=== mac_operand_feeder ===
**config.mk**
```make
export PLATFORM = sky130hd
export DESIGN_NAME = mac_operand_feeder
export DESIGN_NICKNAME = d
export VERILOG_FILES = /design/src/rtl/mac_feeder_pkg.sv /design/src/rtl/feeder_vec_buf.sv /design/src/rtl/mac_operand_feeder.sv
export SDC_FILE = /design/constraint.sdc
export NUM_CORES = 1
export LEC_CHECK = 0
export ABC_AREA = 1
export CORE_AREA = 8 8 288 290
export CTS_BUF_LIST = sky130_fd_sc_hd__clkbuf_16
export CTS_CLUSTER_SIZE = 40
export DETAILED_ROUTE_END_ITERATION = 6
export DIE_AREA = 0 0 296 298
export MAX_ROUTING_LAYER = met4
export PLACE_DENSITY = 0.62
export REMOVE_ABC_BUFFERS = 1
export SYNTH_ARGS = -nofsm -noshare
export SYNTH_HDL_FRONTEND = slang
export SYNTH_SLANG_ARGS = --single-unit
```
**constraint.sdc**
```tcl
create_clock -name clk -period 9.3 [get_ports clk]
set_input_delay 1.86 -clock clk [delete_from_list [all_inputs] [get_ports clk]]
set_output_delay 1.86 -clock clk [all_outputs]
set_load 0.1 [all_outputs]
```
**src/rtl/mac_feeder_pkg.sv**
```systemverilog
// mac_feeder_pkg: shared defaults, FSM encoding and vector type for the MAC operand feeder
package mac_feeder_pkg;
  localparam int LANES_DEF = 3;
  localparam int DW_DEF = 8;
  localparam int DEPTH_DEF = 16;
  localparam int ACCW_DEF = 20;
  localparam int MAC_LAT_DEF = 1;
  typedef enum logic [1:0] {IDLE, STREAM, DRAIN, DONE} state_t;
  typedef logic [LANES_DEF*DW_DEF-1:0] vector_t;
endpackage

```
**src/rtl/feeder_vec_buf.sv**
```systemverilog
// feeder_vec_buf: single-write, single-read vector RAM whose read register is zero when no read is issued
module feeder_vec_buf
  import mac_feeder_pkg::*;
#(
  parameter int W = LANES_DEF*DW_DEF,
  parameter int DEPTH = DEPTH_DEF
) (
  input  logic                     clk,
  input  logic                     rst,
  input  logic                     wr_en,
  input  logic [$clog2(DEPTH)-1:0] wr_addr,
  input  logic [W-1:0]             wr_data,
  input  logic                     rd_en,
  input  logic [$clog2(DEPTH)-1:0] rd_addr,
  output logic [W-1:0]             rd_data
);
  logic [W-1:0] mem [DEPTH];
  // storage is not reset; a same-cycle read of the written slot sees the old data
  always_ff @(posedge clk)
    if (wr_en) mem[wr_addr] <= wr_data;
  // read register is the operand output itself, forced to zero between reads
  always_ff @(posedge clk or posedge rst)
    if (rst) rd_data <= '0;
    else rd_data <= rd_en ? mem[rd_addr] : '0;
endmodule

```
**src/rtl/mac_operand_feeder.sv**
```systemverilog
// mac_operand_feeder: streams buffered vectors onto the MAC operand bus and returns index-tagged acc results
// Optional feature macro FEEDER_MAX_TRACK_EN: adds max_data/max_idx tracking of the largest result per run
module mac_operand_feeder
  import mac_feeder_pkg::*;
#(
  parameter int LANES = LANES_DEF,
  parameter int DW = DW_DEF,
  parameter int DEPTH = DEPTH_DEF,
  parameter int ACCW = ACCW_DEF,
  parameter int MAC_LAT = MAC_LAT_DEF
) (
  input  logic                     clk,
  input  logic                     rst,
  input  logic                     wr_en,
  input  logic                     wr_sel,
  input  logic [$clog2(DEPTH)-1:0] wr_addr,
  input  logic [LANES*DW-1:0]      wr_data,
  input  logic                     start,
  input  logic [$clog2(DEPTH):0]   num_vec,
  output logic                     busy,
  output logic                     done,
  output logic [LANES*DW-1:0]      inputattr,
  output logic [LANES*DW-1:0]      inputcoeff,
  output logic                     op_valid,
  input  logic [ACCW-1:0]          acc,
  output logic                     res_valid,
  output logic [ACCW-1:0]          res_data,
  output logic [$clog2(DEPTH)-1:0] res_idx
`ifdef FEEDER_MAX_TRACK_EN
  ,
  output logic [ACCW-1:0]          max_data,
  output logic [$clog2(DEPTH)-1:0] max_idx
`endif
);
  localparam int AW = $clog2(DEPTH);
  localparam int CW = AW + 1;
  localparam logic [CW-1:0] NMAX = CW'(DEPTH);
  state_t state, state_nx;
  logic [CW-1:0] cnt, n_lat;
  logic rd_en, take, in_flight;
  logic [AW-1:0] rd_addr, op_idx;
  logic [MAC_LAT-1:0] tag_v;
  logic [MAC_LAT-1:0][AW-1:0] tag_idx;
  assign take = (state == IDLE) && start;
  assign in_flight = op_valid | (|tag_v);
  feeder_vec_buf #(.W(LANES*DW), .DEPTH(DEPTH)) u_attr (
    .clk(clk), .rst(rst), .wr_en(wr_en & ~wr_sel), .wr_addr(wr_addr), .wr_data(wr_data),
    .rd_en(rd_en), .rd_addr(rd_addr), .rd_data(inputattr)
  );
  feeder_vec_buf #(.W(LANES*DW), .DEPTH(DEPTH)) u_coeff (
    .clk(clk), .rst(rst), .wr_en(wr_en & wr_sel), .wr_addr(wr_addr), .wr_data(wr_data),
    .rd_en(rd_en), .rd_addr(rd_addr), .rd_data(inputcoeff)
  );
  // run state register
  always_ff @(posedge clk or posedge rst)
    if (rst) state <= IDLE;
    else state <= state_nx;
  // run sequencing: stream N vectors, wait for the tag pipe to empty, pulse done
  always_comb begin
    state_nx = state;
    case (state)
      IDLE:    state_nx = !start ? IDLE : (num_vec == '0) ? DONE : STREAM;
      STREAM:  state_nx = (cnt < n_lat) ? STREAM : DRAIN;
      DRAIN:   state_nx = in_flight ? DRAIN : DONE;
      default: state_nx = IDLE;
    endcase
  end
  // status and buffer read control; the first read is launched from IDLE so slot 0 lands on the first STREAM cycle
  always_comb begin
    busy = state != IDLE;
    done = state == DONE;
    rd_en = (take && num_vec != '0) || (state == STREAM && cnt < n_lat);
    rd_addr = (state == IDLE) ? '0 : cnt[AW-1:0];
  end
  // run length latch (clamped to the buffer depth) and issue counter
  always_ff @(posedge clk or posedge rst)
    if (rst) begin
      cnt <= '0;
      n_lat <= '0;
    end else if (take) begin
      cnt <= CW'(1);
      n_lat <= (num_vec > NMAX) ? NMAX : num_vec;
    end else if (rd_en) cnt <= cnt + 1'b1;
  // operand valid and index registered alongside the buffer read data
  always_ff @(posedge clk or posedge rst)
    if (rst) begin
      op_valid <= 1'b0;
      op_idx <= '0;
    end else begin
      op_valid <= rd_en;
      op_idx <= rd_addr;
    end
  // tag pipe matching the MAC latency
  always_ff @(posedge clk or posedge rst)
    if (rst) begin
      tag_v <= '0;
      tag_idx <= '0;
    end else begin
      tag_v[0] <= op_valid;
      tag_idx[0] <= op_idx;
      for (int i = 1; i < MAC_LAT; i++) begin
        tag_v[i] <= tag_v[i-1];
        tag_idx[i] <= tag_idx[i-1];
      end
    end
  // capture acc when its tag emerges
  always_ff @(posedge clk or posedge rst)
    if (rst) begin
      res_valid <= 1'b0;
      res_data <= '0;
      res_idx <= '0;
    end else begin
      res_valid <= tag_v[MAC_LAT-1];
      if (tag_v[MAC_LAT-1]) begin
        res_data <= acc;
        res_idx <= tag_idx[MAC_LAT-1];
      end
    end
`ifdef FEEDER_MAX_TRACK_EN
  // running maximum per run; strict compare keeps the earliest index on ties
  always_ff @(posedge clk or posedge rst)
    if (rst) begin
      max_data <= '0;
      max_idx <= '0;
    end else if (take) begin
      max_data <= '0;
      max_idx <= '0;
    end else if (res_valid && res_data > max_data) begin
      max_data <= res_data;
      max_idx <= res_idx;
    end
`endif
endmodule

```
==> impl_metrics.json <==
{
  "insertion_delay_ns": 0.63,
  "stdcell_area_um2": 40010,
  "grt_pass1_vias": 22060,
  "crit_chain": "inv_1 -> nand2_4 -> clkdlybuf4s50_1",
  "min_period_ns": 4.854,
  "core_area_um2": 78360,
  "n_antenna_cell": 1,
  "ys_sh_mux_pct": 0.7745,
  "ys_chip_area_um2": 34890,
  "synth_flops": 863,
  "rsz0062_at_grt": "no",
  "initial_utilization_pct": 44.53,
  "max_stage_delay_ns": 1.31,
  "holdPathStages": 0,
  "ys_seq_share_pct": 72.90,
  "mostFrequentLayoutCells": "994 x nand2_1, 768 x edfxtp_1, 533 x nand3_1, 299 x nor2_1, 142 x inv_1",
  "outcome": "finished, final reports clean",
  "routed.top_layer": "met4",
  "clkbuf_count": 89,
  "routed-wl-met2_mm": 41.12,
  "min_to": "tag_idx[2]"
}
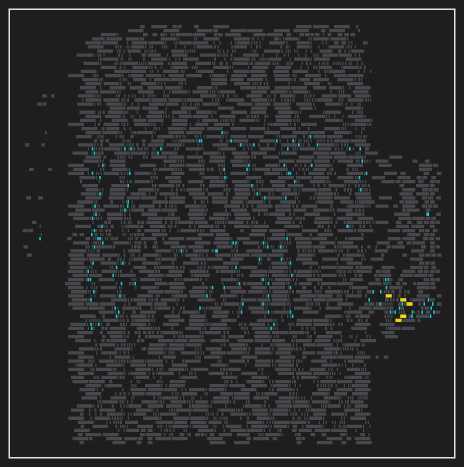
mac_operand_feeder/gate_families.png
Scale: 1.5 px per um.
colour	family	cells
cyan	inverters	127
yellow	adder and majority cells	5
highest-count logic cell in the final layout: nand2_1
Post-Layout Cell Count: 4,316
multi-input combinational area share: 20.73%

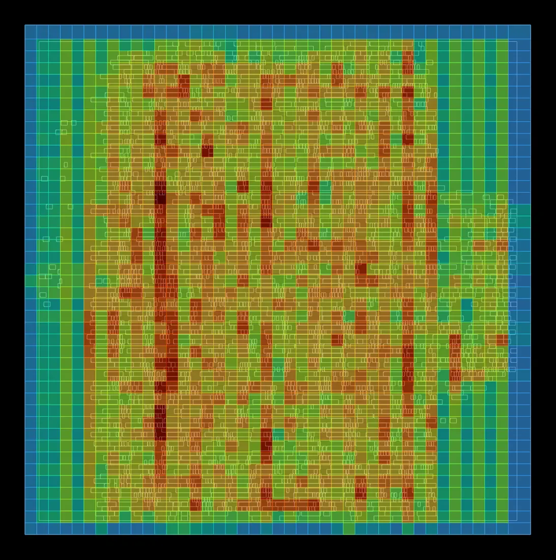
mac_operand_feeder/final_congestion.png
WL/cell: 19.74 um
met1 usage: 25.74%

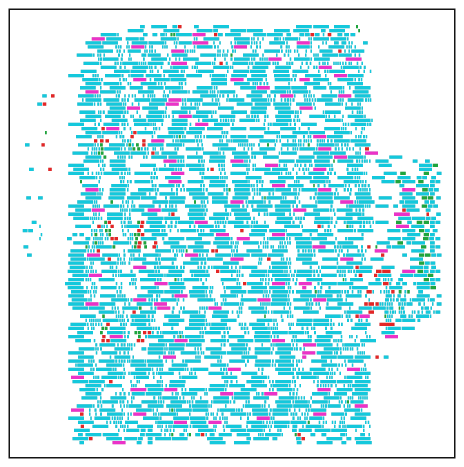
mac_operand_feeder/drive_strength.png
Scale: 1.5 px per um.
colour	size	cells	share	most used
cyan	drive 1 or less	2,997	92%	nand2_1
green	drive 2	91	2.8%	nor2_2
red	drive 3 to 4	79	2.4%	buf_4
magenta	drive 6 and up	98	3.0%	clkbuf_16


=== pool2x2_scheduler ===
pool2x2_scheduler/met2.png
Scale: 1.5 px per um. Cells faint in the background.
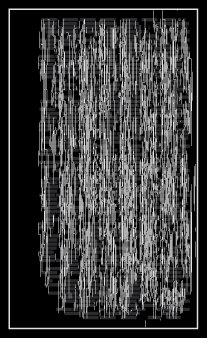
pool2x2_scheduler/met3.png
Scale: 1.5 px per um.
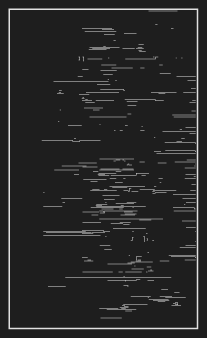
===== config.mk =====
export PLATFORM = sky130hd
export DESIGN_NAME = pool2x2_scheduler
export DESIGN_NICKNAME = d
export VERILOG_FILES = /design/src/rtl/pool2x2_scheduler.sv
export SDC_FILE = /design/constraint.sdc
export NUM_CORES = 1
export LEC_CHECK = 0
export CAP_MARGIN = 20
export CORE_ASPECT_RATIO = 1.75
export CORE_MARGIN = 4
export CORE_UTILIZATION = 57
export CTS_CLUSTER_SIZE = 30
export DETAILED_ROUTE_END_ITERATION = 16
export DONT_BUFFER_PORTS = 1
export PLACE_DENSITY = 0.75
export SYNTH_ARGS = -nofsm -noshare
export SYNTH_HDL_FRONTEND = slang
export SYNTH_SLANG_ARGS = --single-unit
export TNS_END_PERCENT = 30

===== constraint.sdc =====
create_clock -name clk -period 4.3 [get_ports clk]
set_clock_uncertainty 0.15 [all_clocks]
set_input_delay 0.645 -clock clk [delete_from_list [all_inputs] [get_ports clk]]
set_output_delay 0.645 -clock clk [all_outputs]
set_load 0.05 [all_outputs]

===== src/rtl/pool2x2_scheduler.sv =====
// 2x2 stride-2 pooling sequencer over a raster pixel stream (max pool by default).
// Define POOL_AVG_EN to switch to floor-average pooling with a one-bit-wider line buffer.
module pool2x2_scheduler #(
  parameter int DATA_W = 16,
  parameter int IMG_W  = 24,
  parameter int IMG_H  = 24
) (
  input  logic              clk,
  input  logic              rst,
  input  logic              clear,
  input  logic              in_valid,
  output logic              in_ready,
  input  logic [DATA_W-1:0] in_data,
  input  logic              in_sof,
  output logic              out_valid,
  input  logic              out_ready,
  output logic [DATA_W-1:0] out_data,
  output logic              out_last,
  output logic              frame_done,
  output logic              sync_err
);
  localparam int CW       = (IMG_W > 2) ? $clog2(IMG_W) : 1;
  localparam int RW       = (IMG_H > 2) ? $clog2(IMG_H) : 1;
  localparam int LW       = (CW > 1) ? CW - 1 : 1;
  localparam int LB_DEPTH = 1 << LW;
`ifdef POOL_AVG_EN
  localparam int LB_W = DATA_W + 1;
`else
  localparam int LB_W = DATA_W;
`endif
  localparam logic [CW-1:0] COL_MAX = CW'(IMG_W - 1);
  localparam logic [RW-1:0] ROW_MAX = RW'(IMG_H - 1);

  if (IMG_W < 2 || (IMG_W % 2) != 0) begin : g_bad_w
    $error("pool2x2_scheduler: IMG_W must be even and >= 2");
  end
  if (IMG_H < 2 || (IMG_H % 2) != 0) begin : g_bad_h
    $error("pool2x2_scheduler: IMG_H must be even and >= 2");
  end

  typedef enum logic {ROW_EVEN = 1'b0, ROW_ODD = 1'b1} state_t;

  logic [CW-1:0]            col, col_nxt, eff_col;
  logic [RW-1:0]            row, row_nxt, eff_row;
  logic [LW-1:0]            lb_idx;
  logic signed [DATA_W-1:0] pair_reg, px, res;
  logic signed [LB_W-1:0]   linebuf [LB_DEPTH];
  logic signed [LB_W-1:0]   lb_rd, lb_wdata;
  logic                     take, sof_err, last_px, lb_we, res_ld;
  state_t                   state;

  assign in_ready = !out_valid || out_ready;
  assign take     = in_valid && in_ready && !clear;
  // A misplaced SOF resynchronises: the pixel is handled as (0,0) of a new frame.
  assign sof_err  = take && in_sof && (row != '0 || col != '0);
  assign eff_col  = sof_err ? '0 : col;
  assign eff_row  = sof_err ? '0 : row;
  assign last_px  = (eff_row == ROW_MAX) && (eff_col == COL_MAX);
  assign state    = state_t'(eff_row[0]);
  assign px       = $signed(in_data);

  if (CW > 1) begin : g_idx
    assign lb_idx = eff_col[CW-1:1];
  end else begin : g_idx0
    assign lb_idx = '0;
  end
  assign lb_rd = linebuf[lb_idx];

  // Position counters; the row parity is the FSM state.
  always_ff @(posedge clk or posedge rst) begin
    if (rst) begin
      col <= '0;
      row <= '0;
    end else if (clear) begin
      col <= '0;
      row <= '0;
    end else begin
      col <= col_nxt;
      row <= row_nxt;
    end
  end

  always_comb begin
    col_nxt = col;
    row_nxt = row;
    if (take) begin
      if (eff_col == COL_MAX) begin
        col_nxt = '0;
        row_nxt = (eff_row == ROW_MAX) ? '0 : eff_row + 1'b1;
      end else begin
        col_nxt = eff_col + 1'b1;
        row_nxt = eff_row;
      end
    end
  end

  always_comb begin
    lb_we  = take && eff_col[0] && (state == ROW_EVEN);
    res_ld = take && eff_col[0] && (state == ROW_ODD);
`ifdef POOL_AVG_EN
    begin
      logic signed [DATA_W+1:0] sum3;
      lb_wdata = $signed({pair_reg[DATA_W-1], pair_reg}) + $signed({px[DATA_W-1], px});
      sum3 = $signed({lb_rd[LB_W-1], lb_rd})
           + $signed({{2{pair_reg[DATA_W-1]}}, pair_reg})
           + $signed({{2{px[DATA_W-1]}}, px});
      sum3 = sum3 >>> 2;
      res  = sum3[DATA_W-1:0];
    end
`else
    lb_wdata = (pair_reg > px) ? pair_reg : px;
    res      = (lb_rd > lb_wdata) ? lb_rd : lb_wdata;
`endif
  end

  always_ff @(posedge clk) begin
    if (lb_we) linebuf[lb_idx] <= lb_wdata;
  end

  always_ff @(posedge clk or posedge rst) begin
    if (rst) begin
      pair_reg   <= '0;
      out_valid  <= 1'b0;
      out_data   <= '0;
      out_last   <= 1'b0;
      frame_done <= 1'b0;
      sync_err   <= 1'b0;
    end else if (clear) begin
      pair_reg   <= '0;
      out_valid  <= 1'b0;
      out_data   <= '0;
      out_last   <= 1'b0;
      frame_done <= 1'b0;
      sync_err   <= 1'b0;
    end else begin
      if (take && !eff_col[0]) pair_reg <= px;
      if (res_ld) begin
        out_valid <= 1'b1;
        out_data  <= res;
        out_last  <= last_px;
      end else if (out_ready) begin
        out_valid <= 1'b0;
      end
      frame_done <= take && last_px;
      sync_err   <= sof_err;
    end
  end
endmodule


==> impl_metrics.json <==
{
  "root_buffer": "clkbuf_16",
  "tns_ns": 0,
  "crit_slowest_cell": "or4_1",
  "lay_top_count": "edfxtp_1",
  "mostFrequentLayoutCells": "256 x edfxtp_1, 122 x buf_4, 65 x nand2_1, 45 x nor2_1, 42 x dfrtp_1",
  "antenna_left": 0,
  "ys_sh_mux_pct": 6.871,
  "antenna_found_initial": 1,
  "gp_congestion": 0.9032,
  "routed.top_layer": "met5",
  "synth.area.top_cells": "edfxtp_1 57%, dfrtp_1 8.5%, ha_1 3.1%",
  "grt_max_degree": 47,
  "cts_sinks": 302,
  "initial_utilization_pct": 57.98,
  "cp_top_family": "simple AND/OR/NAND/NOR gates",
  "warnings": 28,
  "cts_resized": 5,
  "min_period_ns": 4.226,
  "outcome": "finished, final reports clean",
  "grt_remaining_overflow": 0,
  "p_sw_w": 0.001411
}
## Picture notes: pool2x2_scheduler/met2.png
wire length on this layer	18,500 um
share of all routed wire	55%
longest straight run	73.9 um
via count: 8,779
met2 Resource Use GR: 47.38%
WL final: 33.75 mm

## Picture notes: pool2x2_scheduler/met3.png
share of all routed wire	6.2%
main direction	horizontal
wire length on this layer	2,090 um
longest straight run	70.4 um
nets with wire on the layer	151
met3 GRT Util: 3.686%


=== mem_arbiter ===
**src/rtl/arb_pkg.sv**
```systemverilog
// Shared types and helpers for the unified-memory arbiter between
// instruction fetch and load/store.
package arb_pkg;

  localparam int CNT_W = 4;

  typedef enum logic [1:0] {
    IDLE,
    ACCESS,
    RESP
  } arb_state_t;

  typedef enum logic {
    GNT_IF,
    GNT_D
  } grant_t;

  // Round-robin pick: on a tie the requester not served last wins.
  function automatic grant_t pick_grant(input logic   if_req,
                                        input logic   d_req,
                                        input grant_t last);
    if (if_req && d_req) return (last == GNT_IF) ? GNT_D : GNT_IF;
    else if (d_req)      return GNT_D;
    else                 return GNT_IF;
  endfunction

endpackage

```
**src/rtl/arb_lat_counter.sv**
```systemverilog
// Loadable down-counter modelling the fixed memory latency; done is high
// while the count sits at zero.
module arb_lat_counter
  import arb_pkg::*;
(
  input  logic             clk,
  input  logic             rst,
  input  logic             load,
  input  logic [CNT_W-1:0] load_val,
  output logic             done
);

  logic [CNT_W-1:0] r_cnt;

  // NOTE: clocked state uses non-blocking assignments so every register
  // samples pre-edge values regardless of block ordering.
  always_ff @(posedge clk or posedge rst) begin
    if (rst)                r_cnt <= '0;
    else if (load)          r_cnt <= load_val;
    else if (r_cnt != '0)   r_cnt <= r_cnt - CNT_W'(1);
  end

  assign done = (r_cnt == '0);

endmodule

```
**src/rtl/mem_arbiter.sv**
```systemverilog
// Arbitrates one single-port memory between fetch and load/store requesters
// with req/ack handshakes, round-robin ties and a fixed access latency.
module mem_arbiter
  import arb_pkg::*;
#(
  parameter int DATA_WIDTH  = 32,
  parameter int ADDR_WIDTH  = 32,
  parameter int MEM_LATENCY = 2    // legal range 1..15
) (
  input  logic                  clk,
  input  logic                  rst,
  input  logic                  if_req,
  input  logic [ADDR_WIDTH-1:0] if_addr,
  output logic [DATA_WIDTH-1:0] if_rdata,
  output logic                  if_ack,
  input  logic                  d_req,
  input  logic                  d_we,
  input  logic                  d_byte,
  input  logic [ADDR_WIDTH-1:0] d_addr,
  input  logic [DATA_WIDTH-1:0] d_wdata,
  output logic [DATA_WIDTH-1:0] d_rdata,
  output logic                  d_ack,
  output logic                  mem_en,
  output logic                  mem_we,
  output logic                  mem_byte,
  output logic [ADDR_WIDTH-1:0] mem_addr,
  output logic [DATA_WIDTH-1:0] mem_wdata,
  input  logic [DATA_WIDTH-1:0] mem_rdata,
  output logic                  stall
);

  localparam logic [CNT_W-1:0] LOAD_VAL = CNT_W'(MEM_LATENCY - 1);

  arb_state_t            r_state;
  grant_t                r_grant;
  grant_t                r_last_grant;
  logic [ADDR_WIDTH-1:0] r_addr;
  logic [DATA_WIDTH-1:0] r_wdata;
  logic                  r_byte;
  logic                  r_mem_en;
  logic                  r_mem_we;
  logic                  r_if_ack;
  logic                  r_d_ack;
  logic [DATA_WIDTH-1:0] r_if_rdata;
  logic [DATA_WIDTH-1:0] r_d_rdata;

  logic   w_any_req;
  logic   w_cnt_load;
  logic   w_cnt_done;
  grant_t w_pick;

  assign w_any_req  = if_req | d_req;
  assign w_pick     = pick_grant(if_req, d_req, r_last_grant);
  assign w_cnt_load = (r_state == IDLE) && w_any_req;

  arb_lat_counter u_lat (
    .clk      (clk),
    .rst      (rst),
    .load     (w_cnt_load),
    .load_val (LOAD_VAL),
    .done     (w_cnt_done)
  );

  always_ff @(posedge clk or posedge rst) begin
    if (rst) begin
      r_state      <= IDLE;
      r_grant      <= GNT_IF;
      r_last_grant <= GNT_D;
      r_addr       <= '0;
      r_wdata      <= '0;
      r_byte       <= 1'b0;
      r_mem_en     <= 1'b0;
      r_mem_we     <= 1'b0;
      r_if_ack     <= 1'b0;
      r_d_ack      <= 1'b0;
      r_if_rdata   <= '0;
      r_d_rdata    <= '0;
    end else begin
      // NOTE: single-cycle strobes default low here so each is a one-cycle
      // pulse unless a branch below re-asserts it.
      r_if_ack <= 1'b0;
      r_d_ack  <= 1'b0;
      r_mem_we <= 1'b0;
      case (r_state)
        IDLE: begin
          if (w_any_req) begin
            r_grant  <= w_pick;
            r_state  <= ACCESS;
            r_mem_en <= 1'b1;
            if (w_pick == GNT_IF) begin
              r_addr  <= if_addr;
              r_wdata <= '0;
              r_byte  <= 1'b0;
            end else begin
              r_addr   <= d_addr;
              r_wdata  <= d_wdata;
              r_byte   <= d_byte;
              r_mem_we <= d_we;
            end
          end
        end
        ACCESS: begin
          if (w_cnt_done) begin
            r_mem_en     <= 1'b0;
            r_last_grant <= r_grant;
            r_state      <= RESP;
            if (r_grant == GNT_IF) begin
              r_if_rdata <= mem_rdata;
              r_if_ack   <= 1'b1;
            end else begin
              r_d_rdata <= mem_rdata;
              r_d_ack   <= 1'b1;
            end
          end
        end
        RESP:    r_state <= IDLE;
        default: r_state <= IDLE;
      endcase
    end
  end

  assign mem_en    = r_mem_en;
  assign mem_we    = r_mem_we;
  assign mem_byte  = r_byte;
  assign mem_addr  = r_addr;
  assign mem_wdata = r_wdata;
  assign if_ack    = r_if_ack;
  assign d_ack     = r_d_ack;
  assign if_rdata  = r_if_rdata;
  assign d_rdata   = r_d_rdata;
  assign stall     = (if_req & ~r_if_ack) | (d_req & ~r_d_ack);

endmodule
```
**config.mk**
```make
export PLATFORM = sky130hd
export DESIGN_NAME = mem_arbiter
export DESIGN_NICKNAME = d
export VERILOG_FILES = /design/src/rtl/arb_pkg.sv /design/src/rtl/arb_lat_counter.sv /design/src/rtl/mem_arbiter.sv
export SDC_FILE = /design/constraint.sdc
export NUM_CORES = 1
export LEC_CHECK = 0
export CAP_MARGIN = 25
export CORE_UTILIZATION = 45
export DETAILED_ROUTE_END_ITERATION = 12
export HOLD_SLACK_MARGIN = 0.06
export PLACE_DENSITY = 0.86
export SETUP_SLACK_MARGIN = 0.3
export SYNTH_ARGS = -nofsm -noshare
export SYNTH_HDL_FRONTEND = slang
export SYNTH_SLANG_ARGS = --single-unit
```
**constraint.sdc**
```tcl
create_clock -name clk -period 6.12 [get_ports clk]
set_input_delay 0.612 -clock clk [delete_from_list [all_inputs] [get_ports clk]]
set_output_delay 0.612 -clock clk [all_outputs]
set_load 0.02 [all_outputs]
```
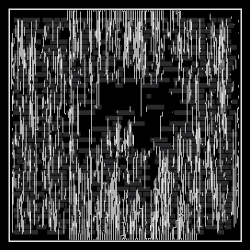
mem_arbiter/met2.png
Scale: 2 px per um. Cells faint in the background.
main direction	vertical
wire length on this layer	7,540 um
longest straight run	55.2 um
share of all routed wire	51%
nets with wire on the layer	723
via count: 4,061
WL final: 14.91 mm
met2 Resource Use GR: 39.16%

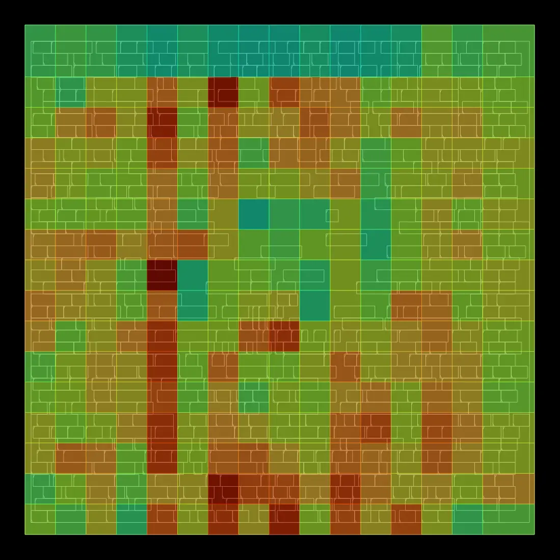
mem_arbiter/final_congestion.png
Util after Layout: 74.91%
met3 GRT Util: 8.645%
GRT Resource Usage Total: 22.78%
met1 usage: 25.41%
WL/cell: 18.36 um

==> impl_metrics.json <==
{
  "sh_comb_area_pct": 22.75,
  "gp_congestion": 0.7511,
  "ff_type": "dfrtp_1",
  "cts.hold.buffers_added": 0,
  "yosysUniqueCellTypes": 37,
  "dr.pass1.iters": 4,
  "cts_sinks": 141,
  "row_count": 40,
  "h-tree-depth": 4,
  "finalHoldViolations": 0,
  "p_leak_nw": 4.004,
  "port_buffers": 267,
  "yosysCellCount": 362,
  "crit_slowest_cell": "clkdlybuf4s50_1",
  "crit_top_cell": "clkdlybuf4s50_1",
  "outcome": "finished, final reports clean",
  "drive_gt1_share_pct": 26.71,
  "cts_buffer_depth": 2,
  "warnings": 27,
  "grt-busiest-layer": "met2",
  "insertion_delay_ns": 0.40,
  "fin_ws_ns": 3.383,
  "irDropWorstVdd_mv": 0.3109,
  "grt_pass1_vias": 4380,
  "grt_max_degree": 86,
  "grt_pass1_wl_mm": 22.65
}
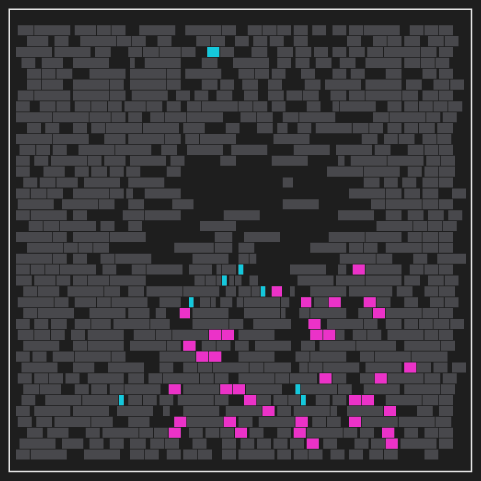
mem_arbiter/gate_families.png
Scale: 4 px per um.
colour	family	cells
magenta	AND-OR and OR-AND gates	36
cyan	inverters	8


